# ---- dac_sched ----
dac_sched, cells by drive strength:
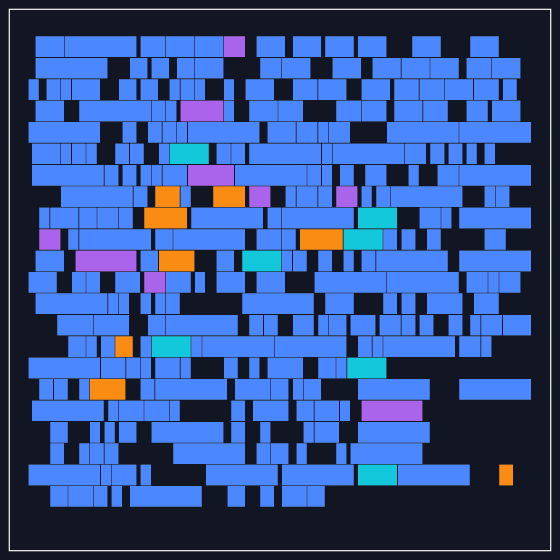

--- src/rtl/dac_sched_pkg.sv ---
// Shared types and frame layout for the dual-channel DAC scheduler.
// Frame: {chan, BUF, GA, SHDN, data[9:0], 2'b00}, shifted MSB first.
package dac_sched_pkg;

    localparam int FRAME_W = 16;
    localparam int DATA_W  = 10;

    localparam logic FRAME_BUF  = 1'b0;
    localparam logic FRAME_GA   = 1'b1;
    localparam logic FRAME_SHDN = 1'b1;

    typedef enum logic [2:0] {
        ST_IDLE,
        ST_LOAD,
        ST_SHIFT,
        ST_GAP,
        ST_LATCH
    } state_t;

    function automatic logic [FRAME_W-1:0] make_frame(input logic chan,
                                                      input logic [DATA_W-1:0] data);
        return {chan, FRAME_BUF, FRAME_GA, FRAME_SHDN, data, 2'b00};
    endfunction

endpackage

--- src/rtl/spi_frame_tx.sv ---
// Serialises one 16-bit frame: 16 SCK periods of 2*SCK_HALF cycles, SCK idles low.
// start loads the frame; done pulses during the last cycle of the 16th high phase.
module spi_frame_tx
    import dac_sched_pkg::*;
#(
    parameter int SCK_HALF = 2
) (
    input  logic               clk,
    input  logic               rst_n,
    input  logic               start,
    input  logic [FRAME_W-1:0] frame,
    output logic               done,
    output logic               sck,
    output logic               sdi
);

    localparam int PW = 8;
    localparam int BW = $clog2(FRAME_W);
    localparam logic [PW-1:0] PHASE_LAST = PW'(SCK_HALF - 1);
    localparam logic [BW-1:0] BIT_LAST   = BW'(FRAME_W - 1);

    logic               active;
    logic [PW-1:0]      phase_cnt;
    logic [BW-1:0]      bit_cnt;
    logic [FRAME_W-1:0] sreg;
    logic               phase_end;

    assign phase_end = active && (phase_cnt == PHASE_LAST);
    assign done      = phase_end && sck && (bit_cnt == BIT_LAST);
    assign sdi       = active && sreg[FRAME_W-1];

    // Data only advances on the high->low SCK transition, so SDI is stable while SCK is high.
    always_ff @(posedge clk or negedge rst_n) begin
        if (!rst_n) begin
            active    <= 1'b0;
            sck       <= 1'b0;
            phase_cnt <= '0;
            bit_cnt   <= '0;
            sreg      <= '0;
        end else if (start) begin
            active    <= 1'b1;
            sck       <= 1'b0;
            phase_cnt <= '0;
            bit_cnt   <= '0;
            sreg      <= frame;
        end else if (active) begin
            if (phase_end) begin
                phase_cnt <= '0;
                sck       <= ~sck;
                if (sck) begin
                    if (done) begin
                        active <= 1'b0;
                    end else begin
                        bit_cnt <= bit_cnt + 1'b1;
                        sreg    <= {sreg[FRAME_W-2:0], 1'b0};
                    end
                end
            end else begin
                phase_cnt <= phase_cnt + 1'b1;
            end
        end
    end

endmodule

--- src/rtl/dac_sched.sv ---
// Per tick, sends channel A then channel B frames to a dual DAC, then one shared LDAC pulse.
// Frame = 1 + 32*SCK_HALF + CS_GAP cycles; ticks arriving while busy are dropped and flag overrun.
module dac_sched
    import dac_sched_pkg::*;
#(
    parameter int SCK_HALF = 2,
    parameter int CS_GAP   = 4,
    parameter int LD_WIDTH = 2
) (
    input  logic              CLOCK_50,
    input  logic              RESET_N,
    input  logic              tick,
    input  logic              req_a,
    input  logic [DATA_W-1:0] data_a,
    output logic              gnt_a,
    input  logic              req_b,
    input  logic [DATA_W-1:0] data_b,
    output logic              gnt_b,
    input  logic              clr_ovr,
    output logic              DAC_CS,
    output logic              SCK,
    output logic              DAC_SDI,
    output logic              DAC_LD,
    output logic              busy,
    output logic              overrun
);

    localparam int CW = 8;
    localparam logic [CW-1:0] GAP_LAST = CW'(CS_GAP - 1);
    localparam logic [CW-1:0] LD_LAST  = CW'(LD_WIDTH - 1);

    state_t             state, state_nxt;
    logic               pend_a, pend_a_nxt;
    logic               pend_b, pend_b_nxt;
    logic               sent, sent_nxt;
    logic [CW-1:0]      cnt, cnt_nxt;
    logic               start;
    logic               done;
    logic [FRAME_W-1:0] frame;

    spi_frame_tx #(
        .SCK_HALF (SCK_HALF)
    ) u_tx (
        .clk   (CLOCK_50),
        .rst_n (RESET_N),
        .start (start),
        .frame (frame),
        .done  (done),
        .sck   (SCK),
        .sdi   (DAC_SDI)
    );

    always_ff @(posedge CLOCK_50 or negedge RESET_N) begin
        if (!RESET_N) begin
            state  <= ST_IDLE;
            pend_a <= 1'b0;
            pend_b <= 1'b0;
            sent   <= 1'b0;
            cnt    <= '0;
        end else begin
            state  <= state_nxt;
            pend_a <= pend_a_nxt;
            pend_b <= pend_b_nxt;
            sent   <= sent_nxt;
            cnt    <= cnt_nxt;
        end
    end

    // Set dominates clear so a tick lost in the same cycle as clr_ovr is never hidden.
    always_ff @(posedge CLOCK_50 or negedge RESET_N) begin
        if (!RESET_N) begin
            overrun <= 1'b0;
        end else if (tick && (state != ST_IDLE)) begin
            overrun <= 1'b1;
        end else if (clr_ovr) begin
            overrun <= 1'b0;
        end
    end

    assign busy = (state != ST_IDLE);

    always_comb begin
        state_nxt  = state;
        pend_a_nxt = pend_a;
        pend_b_nxt = pend_b;
        sent_nxt   = sent;
        cnt_nxt    = cnt;
        start      = 1'b0;
        frame      = '0;
        gnt_a      = 1'b0;
        gnt_b      = 1'b0;
        DAC_CS     = 1'b1;
        DAC_LD     = 1'b1;

        unique case (state)
            ST_IDLE: begin
                if (tick) begin
                    pend_a_nxt = req_a;
                    pend_b_nxt = req_b;
                    sent_nxt   = 1'b0;
                    if (req_a || req_b) begin
                        state_nxt = ST_LOAD;
                    end
                end
            end

            ST_LOAD: begin
                // A pending channel whose requester withdrew is skipped in the same cycle.
                if (pend_a && req_a) begin
                    frame      = make_frame(1'b0, data_a);
                    gnt_a      = 1'b1;
                    pend_a_nxt = 1'b0;
                end else if (pend_b && req_b) begin
                    frame      = make_frame(1'b1, data_b);
                    gnt_b      = 1'b1;
                    pend_a_nxt = 1'b0;
                    pend_b_nxt = 1'b0;
                end else begin
                    pend_a_nxt = 1'b0;
                    pend_b_nxt = 1'b0;
                end
                start = gnt_a || gnt_b;
                if (start) begin
                    DAC_CS    = 1'b0;
                    sent_nxt  = 1'b1;
                    state_nxt = ST_SHIFT;
                end else begin
                    cnt_nxt   = '0;
                    state_nxt = sent ? ST_LATCH : ST_IDLE;
                end
            end

            ST_SHIFT: begin
                DAC_CS = 1'b0;
                if (done) begin
                    cnt_nxt   = '0;
                    state_nxt = ST_GAP;
                end
            end

            ST_GAP: begin
                if (cnt == GAP_LAST) begin
                    cnt_nxt   = '0;
                    state_nxt = (pend_a || pend_b) ? ST_LOAD : ST_LATCH;
                end else begin
                    cnt_nxt = cnt + 1'b1;
                end
            end

            ST_LATCH: begin
                DAC_LD = 1'b0;
                if (cnt == LD_LAST) begin
                    cnt_nxt   = '0;
                    state_nxt = ST_IDLE;
                end else begin
                    cnt_nxt = cnt + 1'b1;
                end
            end

            default: begin
                state_nxt = ST_IDLE;
            end
        endcase
    end

endmodule
--- config.mk ---
export PLATFORM = sky130hd
export DESIGN_NAME = dac_sched
export DESIGN_NICKNAME = d
export VERILOG_FILES = /design/src/rtl/dac_sched_pkg.sv /design/src/rtl/spi_frame_tx.sv /design/src/rtl/dac_sched.sv
export SDC_FILE = /design/constraint.sdc
export NUM_CORES = 1
export LEC_CHECK = 0
export CAP_MARGIN = 20
export CORE_MARGIN = 2
export CORE_UTILIZATION = 58
export CTS_BUF_LIST = sky130_fd_sc_hd__clkbuf_8 sky130_fd_sc_hd__clkbuf_16
export DETAILED_ROUTE_END_ITERATION = 6
export HOLD_SLACK_MARGIN = 0.12
export MAX_ROUTING_LAYER = met4
export PLACE_DENSITY = 0.86
export SYNTH_ARGS = -nofsm -noshare
export SYNTH_HDL_FRONTEND = slang
export SYNTH_SLANG_ARGS = --single-unit
--- constraint.sdc ---
create_clock -name CLOCK_50 -period 3.2 [get_ports CLOCK_50]
set_clock_uncertainty 0.2 [all_clocks]
set_input_delay 0.48 -clock CLOCK_50 [delete_from_list [all_inputs] [get_ports CLOCK_50]]
set_output_delay 0.48 -clock CLOCK_50 [all_outputs]
set_load 0.05 [all_outputs]
# ---- sync_fifo_flags ----
`src/rtl/sync_fifo_flags.sv`:
```
// Single-clock FIFO with occupancy count, almost flags, sticky error flags and a registered read port.
// Read latency 1 cycle (dout/dout_valid); push at full is refused unless a pop frees a slot in the same cycle.
module sync_fifo_flags #(
   parameter int WIDTH    = 8,
   parameter int DEPTH    = 8,
   parameter int AF_LEVEL = DEPTH - 2,
   parameter int AE_LEVEL = 2
) (
   input  logic                       clk,
   input  logic                       rst,
   input  logic                       push,
   input  logic [WIDTH-1:0]           din,
   input  logic                       pop,
   output logic [WIDTH-1:0]           dout,
   output logic                       dout_valid,
   output logic                       full,
   output logic                       empty,
   output logic                       almost_full,
   output logic                       almost_empty,
   output logic [$clog2(DEPTH+1)-1:0] count,
   output logic                       overflow,
   output logic                       underflow,
   input  logic                       err_clr
);

   localparam int CW = $clog2(DEPTH + 1);
   localparam int PW = $clog2(DEPTH);
   localparam logic [PW-1:0] PTR_LAST = PW'(DEPTH - 1);
   localparam logic [CW-1:0] CNT_FULL = CW'(DEPTH);
   localparam logic [CW-1:0] CNT_AF   = CW'(AF_LEVEL);
   localparam logic [CW-1:0] CNT_AE   = CW'(AE_LEVEL);

   logic [WIDTH-1:0] mem_q [DEPTH];
   logic [PW-1:0]    wr_ptr_q, wr_ptr_d;
   logic [PW-1:0]    rd_ptr_q, rd_ptr_d;
   logic [CW-1:0]    count_q, count_d;
   logic [WIDTH-1:0] dout_q, dout_d;
   logic             dout_valid_q, dout_valid_d;
   logic             overflow_q, overflow_d;
   logic             underflow_q, underflow_d;
   logic             push_ok, pop_ok;

   assign empty        = (count_q == '0);
   assign full         = (count_q == CNT_FULL);
   assign almost_full  = (count_q >= CNT_AF);
   assign almost_empty = (count_q <= CNT_AE);

   // A pop at empty is never bypassed; a push at full rides on a same-cycle pop.
   assign pop_ok  = pop & ~empty;
   assign push_ok = push & (~full | pop_ok);

   always_comb begin
      wr_ptr_d     = wr_ptr_q;
      rd_ptr_d     = rd_ptr_q;
      count_d      = count_q;
      dout_d       = dout_q;
      dout_valid_d = pop_ok;
      if (push_ok) begin
         wr_ptr_d = (wr_ptr_q == PTR_LAST) ? '0 : wr_ptr_q + 1'b1;
      end
      if (pop_ok) begin
         rd_ptr_d = (rd_ptr_q == PTR_LAST) ? '0 : rd_ptr_q + 1'b1;
         dout_d   = mem_q[rd_ptr_q];
      end
      case ({push_ok, pop_ok})
         2'b10:   count_d = count_q + 1'b1;
         2'b01:   count_d = count_q - 1'b1;
         default: count_d = count_q;
      endcase
      // Set beats clear so an error in the clearing cycle is not lost.
      overflow_d  = (overflow_q & ~err_clr) | (push & ~push_ok);
      underflow_d = (underflow_q & ~err_clr) | (pop & ~pop_ok);
   end

   always_ff @(posedge clk) begin
      if (rst) begin
         wr_ptr_q     <= '0;
         rd_ptr_q     <= '0;
         count_q      <= '0;
         dout_q       <= '0;
         dout_valid_q <= 1'b0;
         overflow_q   <= 1'b0;
         underflow_q  <= 1'b0;
      end else begin
         wr_ptr_q     <= wr_ptr_d;
         rd_ptr_q     <= rd_ptr_d;
         count_q      <= count_d;
         dout_q       <= dout_d;
         dout_valid_q <= dout_valid_d;
         overflow_q   <= overflow_d;
         underflow_q  <= underflow_d;
      end
   end

   always_ff @(posedge clk) begin
      if (push_ok && !rst) begin
         mem_q[wr_ptr_q] <= din;
      end
   end

   assign dout       = dout_q;
   assign dout_valid = dout_valid_q;
   assign count      = count_q;
   assign overflow   = overflow_q;
   assign underflow  = underflow_q;

endmodule

```
`config.mk`:
```
export PLATFORM = sky130hd
export DESIGN_NAME = sync_fifo_flags
export DESIGN_NICKNAME = d
export VERILOG_FILES = /design/src/rtl/sync_fifo_flags.sv
export SDC_FILE = /design/constraint.sdc
export NUM_CORES = 1
export LEC_CHECK = 0
export CAP_MARGIN = 20
export CORE_MARGIN = 2
export CORE_UTILIZATION = 57
export DETAILED_ROUTE_END_ITERATION = 6
export MAX_ROUTING_LAYER = met4
export PLACE_DENSITY = 0.76
export SLEW_MARGIN = 10
export SYNTH_ARGS = -nofsm -noshare
export SYNTH_HDL_FRONTEND = slang
export SYNTH_SLANG_ARGS = --single-unit
```
`constraint.sdc`:
```
create_clock -name clk -period 2.95 [get_ports clk]
set_clock_uncertainty 0.05 [all_clocks]
set_input_delay 0.59 -clock clk [delete_from_list [all_inputs] [get_ports clk]]
set_output_delay 0.59 -clock clk [all_outputs]
set_load 0.01 [all_outputs]
```
# ---- vec_issue_unit ----
--- config.mk ---
export PLATFORM = sky130hd
export DESIGN_NAME = vec_issue_unit
export DESIGN_NICKNAME = d
export VERILOG_FILES = /design/src/rtl/vec_issue_unit.sv
export SDC_FILE = /design/constraint.sdc
export NUM_CORES = 1
export LEC_CHECK = 0
export CELL_PAD_IN_SITES_DETAIL_PLACEMENT = 1
export CELL_PAD_IN_SITES_GLOBAL_PLACEMENT = 1
export CORE_MARGIN = 4
export CORE_UTILIZATION = 30
export CTS_CLUSTER_SIZE = 40
export DETAILED_ROUTE_END_ITERATION = 8
export GPL_ROUTABILITY_DRIVEN = 0
export PLACE_DENSITY = 0.84
export SLEW_MARGIN = 20
export SYNTH_ARGS = -nofsm -noshare
export SYNTH_HDL_FRONTEND = slang
export SYNTH_SLANG_ARGS = --single-unit
--- constraint.sdc ---
create_clock -name clk -period 3.3 [get_ports clk]
set_input_delay 0.495 -clock clk [delete_from_list [all_inputs] [get_ports clk]]
set_output_delay 0.495 -clock clk [all_outputs]
set_load 0.02 [all_outputs]
--- src/rtl/vec_issue_unit.sv ---
// Vector issue unit: holds one scalar-dispatched vector instruction, issues it, waits for completion, returns a result.
// Optional feature: define VEC_ISSUE_TIMEOUT_EN to abandon an issue after TIMEOUT_CYCLES cycles in WAIT_ACK.
`timescale 1ns/1ps
`ifndef XLEN
`define XLEN 32
`endif

module vec_issue_unit #(
    parameter int unsigned TIMEOUT_CYCLES = 256
) (
    input  logic              clk,
    input  logic              reset,
    input  logic              disp_valid,
    input  logic [`XLEN-1:0]  disp_instruction,
    input  logic [`XLEN-1:0]  disp_rs1_data,
    input  logic [`XLEN-1:0]  disp_rs2_data,
    output logic              disp_ready,
    output logic              inst_valid,
    output logic [`XLEN-1:0]  instruction,
    output logic [`XLEN-1:0]  rs1_data,
    output logic [`XLEN-1:0]  rs2_data,
    input  logic              vec_pro_ready,
    input  logic              is_vec,
    input  logic              vec_pro_ack,
    input  logic [`XLEN-1:0]  csr_out,
    output logic              scalar_pro_ready,
    output logic              result_valid,
    output logic [`XLEN-1:0]  result_data,
    output logic              result_illegal,
    output logic              result_timeout,
    input  logic              result_ready,
    output logic [31:0]       issue_count,
    output logic [1:0]        dbg_state
);

    // Handshakes: a transfer happens in any cycle where valid and ready are both high;
    // the valid side holds its payload stable until that cycle.
    typedef enum logic [1:0] {
        S_IDLE     = 2'd0,
        S_ISSUE    = 2'd1,
        S_WAIT_ACK = 2'd2,
        S_RESP     = 2'd3
    } state_e;

    state_e            state_q, state_d;
    logic [`XLEN-1:0]  instr_q, instr_d;
    logic [`XLEN-1:0]  rs1_q, rs1_d;
    logic [`XLEN-1:0]  rs2_q, rs2_d;
    logic [`XLEN-1:0]  res_data_q, res_data_d;
    logic              res_illegal_q, res_illegal_d;
    logic [31:0]       count_q, count_d;
    logic              timeout_hit;

`ifdef VEC_ISSUE_TIMEOUT_EN
    localparam int unsigned TW = (TIMEOUT_CYCLES > 1) ? $clog2(TIMEOUT_CYCLES) : 1;
    logic [TW-1:0]     timer_q, timer_d;
    logic              res_timeout_q, res_timeout_d;

    // Terminal count reached on the last of TIMEOUT_CYCLES waiting cycles.
    assign timeout_hit    = (state_q == S_WAIT_ACK) && (timer_q == TW'(TIMEOUT_CYCLES - 1));
    assign result_timeout = res_timeout_q;
`else
    logic [31:0]       unused_timeout_cfg;

    assign unused_timeout_cfg = TIMEOUT_CYCLES;
    assign timeout_hit        = 1'b0;
    assign result_timeout     = 1'b0;
`endif

    always_ff @(posedge clk) begin
        if (reset) begin
            state_q       <= S_IDLE;
            instr_q       <= '0;
            rs1_q         <= '0;
            rs2_q         <= '0;
            res_data_q    <= '0;
            res_illegal_q <= 1'b0;
            count_q       <= '0;
`ifdef VEC_ISSUE_TIMEOUT_EN
            timer_q       <= '0;
            res_timeout_q <= 1'b0;
`endif
        end else begin
            state_q       <= state_d;
            instr_q       <= instr_d;
            rs1_q         <= rs1_d;
            rs2_q         <= rs2_d;
            res_data_q    <= res_data_d;
            res_illegal_q <= res_illegal_d;
            count_q       <= count_d;
`ifdef VEC_ISSUE_TIMEOUT_EN
            timer_q       <= timer_d;
            res_timeout_q <= res_timeout_d;
`endif
        end
    end

    always_comb begin
        state_d = state_q;
        case (state_q)
            S_IDLE:     if (disp_valid) state_d = S_ISSUE;
            S_ISSUE: begin
                if (vec_pro_ready) begin
                    if (!is_vec || vec_pro_ack) state_d = S_RESP;
                    else                        state_d = S_WAIT_ACK;
                end
            end
            S_WAIT_ACK: if (vec_pro_ack || timeout_hit) state_d = S_RESP;
            S_RESP:     if (result_ready) state_d = S_IDLE;
            default:    state_d = S_IDLE;
        endcase
    end

    always_comb begin
        disp_ready       = (state_q == S_IDLE);
        inst_valid       = (state_q == S_ISSUE);
        scalar_pro_ready = (state_q == S_WAIT_ACK);
        result_valid     = (state_q == S_RESP);
    end

    // Payload and result registers; an ack seen outside ISSUE-handshake/WAIT_ACK is ignored.
    always_comb begin
        instr_d       = instr_q;
        rs1_d         = rs1_q;
        rs2_d         = rs2_q;
        res_data_d    = res_data_q;
        res_illegal_d = res_illegal_q;
        count_d       = count_q;
`ifdef VEC_ISSUE_TIMEOUT_EN
        timer_d       = timer_q;
        res_timeout_d = res_timeout_q;
`endif
        case (state_q)
            S_IDLE: begin
                if (disp_valid) begin
                    instr_d = disp_instruction;
                    rs1_d   = disp_rs1_data;
                    rs2_d   = disp_rs2_data;
                end
            end
            S_ISSUE: begin
                if (vec_pro_ready) begin
                    if (!is_vec) begin
                        res_illegal_d = 1'b1;
                        res_data_d    = '0;
                    end else if (vec_pro_ack) begin
                        res_data_d    = csr_out;
                    end
`ifdef VEC_ISSUE_TIMEOUT_EN
                    timer_d = '0;
`endif
                end
            end
            S_WAIT_ACK: begin
                if (vec_pro_ack) begin
                    res_data_d = csr_out;
                end else if (timeout_hit) begin
                    res_data_d = '0;
`ifdef VEC_ISSUE_TIMEOUT_EN
                    res_timeout_d = 1'b1;
                end else begin
                    timer_d = timer_q + 1'b1;
`endif
                end
            end
            S_RESP: begin
                if (result_ready) begin
                    res_illegal_d = 1'b0;
                    count_d       = count_q + 32'd1;
`ifdef VEC_ISSUE_TIMEOUT_EN
                    res_timeout_d = 1'b0;
`endif
                end
            end
            default: ;
        endcase
    end

    assign instruction    = instr_q;
    assign rs1_data       = rs1_q;
    assign rs2_data       = rs2_q;
    assign result_data    = res_data_q;
    assign result_illegal = res_illegal_q;
    assign issue_count    = count_q;
    assign dbg_state      = state_q;

endmodule

sync_fifo_flags, met3 routing:
Cells faint in the background.
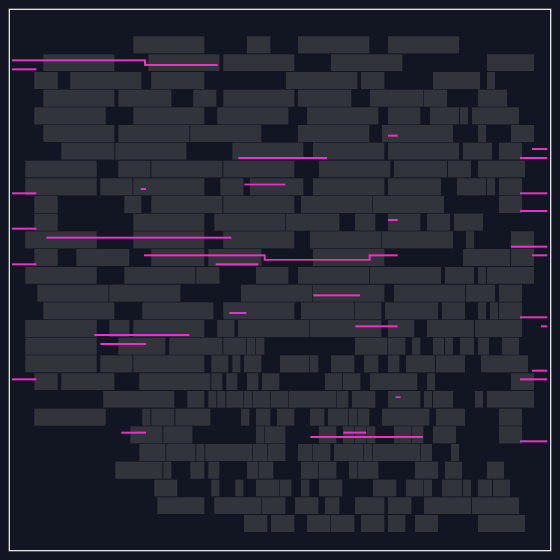
wire length on this layer: 241 µm
nets with wire on the layer: 25
share of all routed wire: 4.1%
main direction: horizontal
final WL: 5910 µm
met3 usage: 3.88%
detailed-route via count: 1,968

sync_fifo_flags, routed clock nets over the placement:
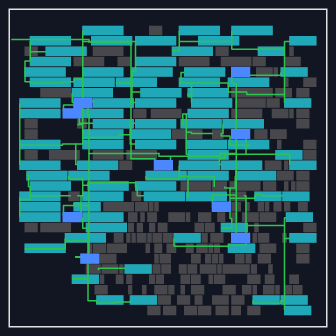
legend:
  flip-flops:
    color: cyan
    count: 85
  cells driving clock nets:
    color: blue
    count: 9
  clock wires:
    color: green
    length: 870 µm
routed clock nets: 10
flops lie: widely spread
clk ins delay skew pair: 0.35 ns
Clock group: 858 µW

==> flow_summary.json, sync_fifo_flags <==
{
  "use_met1_pct": 25.7,
  "dp.cells": 326,
  "comb_power_mw": 1.08,
  "ctsResizeCount": 0,
  "min_from": "dout[1]",
  "dp_slack_ns": 0.220,
  "path_class": "flip-flop to primary output",
  "sequentialPower_mw": 1.48,
  "ys_types": 39,
  "fin_util_pct": 69.9,
  "path_depth": 4,
  "ant_nets": 0,
  "core_area_um2": 5960,
  "common_cells": "edfxtp_1 (64), nor2_1 (24), dfxtp_1 (21)",
  "worstHoldPathType": "flip-flop to flip-flop",
  "max_freq_mhz": 383,
  "cts_buffers": 9,
  "avgSynthCellArea_um2": 15.9,
  "r2r-end": "count[3]",
  "required_ns": 2.31,
  "tightest_slew_ns": 0.873,
  "crit_path_cell_trace": "buf_4 > nor3_1 > and2_1 > clkdlybuf4s50_1",
  "outcome": "finished, final reports clean",
  "timing.setup.tns_ns": 0,
  "p_leak_nw": 1.39
}
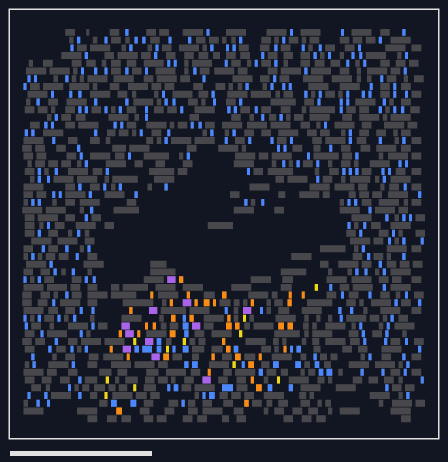
vec_issue_unit: gate families picked out
Scale bar: 50 µm.
legend:
  XOR/XNOR gates:
    color: purple
    cells: 11
  NAND gates:
    color: blue
    cells: 291
    where: widely spread
  NOR gates:
    color: orange
    cells: 40
    where: bottom middle
  inverters:
    color: yellow
    cells: 11
multi-input gate share of total cell area: 26.3%
Top cell excl fill/tap: clkdlybuf4s50_1
Finished Layout Cells: 1,323

==> flow_summary.json, vec_issue_unit <==
{
  "outcome": "finished, final reports clean",
  "cts_root_buffer": "clkbuf_16",
  "drtIter0Drc": 233,
  "syn-num-nets": 910,
  "ctsResizeCount": 0,
  "ys_sh_simple_pct": 24.2,
  "p_int_mw": 4.31,
  "wl_met1_um": 8400,
  "end_kind": "flip-flop",
  "ff_count": 163,
  "ys_types": 35,
  "vias": 6300,
  "tool_warnings": 30,
  "top_cell": "nand2_1",
  "crit_buf_inv": 0,
  "die_area_um2": 22700,
  "grt_util_met2_pct": 33.6,
  "core_area_um2": 19700,
  "row_count": 51
}
dac_sched, met3 routing:
Cells faint in the background.
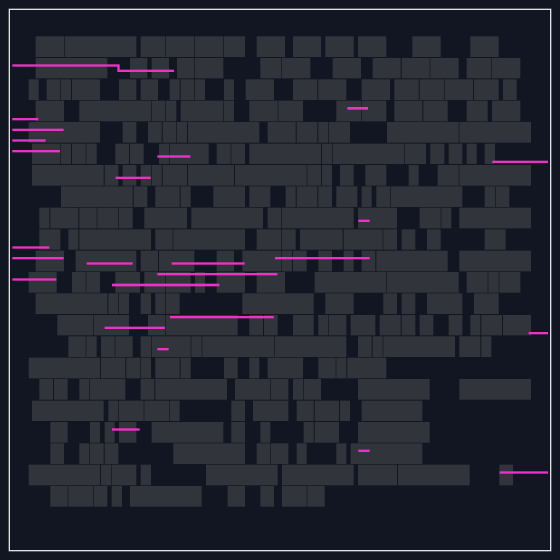
longest straight run: 14.9 µm
nets with wire on the layer: 18
share of all routed wire: 3.2%
met3 usage: 4.22%
detailed-route via count: 2,029
final WL: 5030 µm

Notes on 'cells by drive strength' of dac_sched above:
legend:
  drive 2:
    color: orange
    cells: 8
    share: 2.8%
  drive 6 and up:
    color: cyan
    cells: 7
    share: 2.4%
    most_used: clkbuf_8
  drive 1 or less:
    color: blue
    cells: 263
    share: 92%
    most_used: dfrtp_1
  drive 3 to 4:
    color: purple
    cells: 9
    share: 3.1%
    most_used: buf_4
setup ws final: 0.232 ns
area grow syn2layout: 17.3%
Buffers, non-clock: 36

==> flow_summary.json, dac_sched <==
{
  "slowest_delay_ns": 0.81,
  "inv_count": 13,
  "regArea_um2": 1080,
  "grt_pass1_wl_um": 8100,
  "top_cell": "dfrtp_1",
  "die_h_um": 68.6,
  "outcome": "finished, final reports clean",
  "avgSynthCellArea_um2": 9.42,
  "topCombFamilyByArea": "simple AND/OR/NAND/NOR gates",
  "dp_slack_ns": 0.380,
  "synthAoiAreaFrac_pct": 21.5,
  "path_depth": 3,
  "antenna_found_initial": 0,
  "largest_area_cell": "dfrtp_1",
  "synthArstFlopShare_pct": 100
}

==> notes/layouts.md <==
Pictures saved along the way, in no particular order.

Routing congestion.
panel A
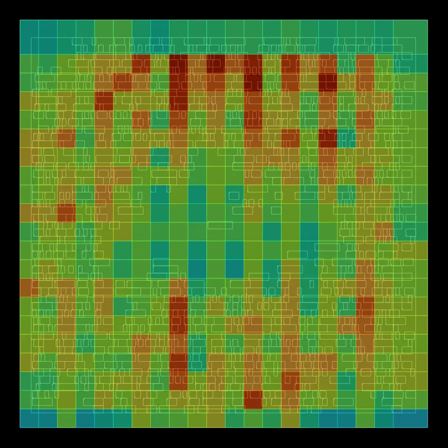
panel B
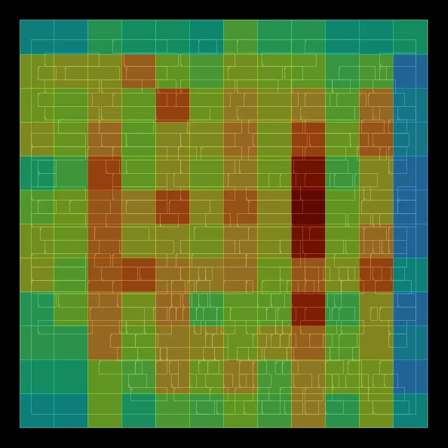
panel C
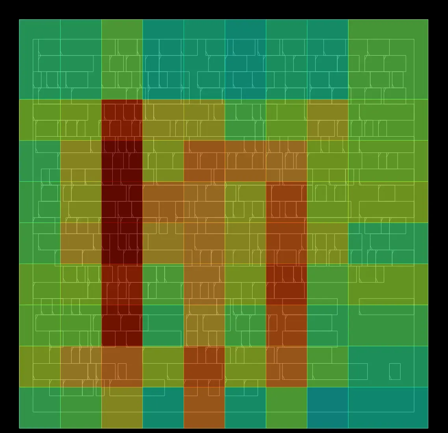
- sync_fifo_flags = panel B
- dac_sched = panel C
- vec_issue_unit = panel A
Of these, lowest utilization: panel A
Of these, highest track usage: panel C


Power figures rest on the tool's default switching activity, not on a simulated workload.
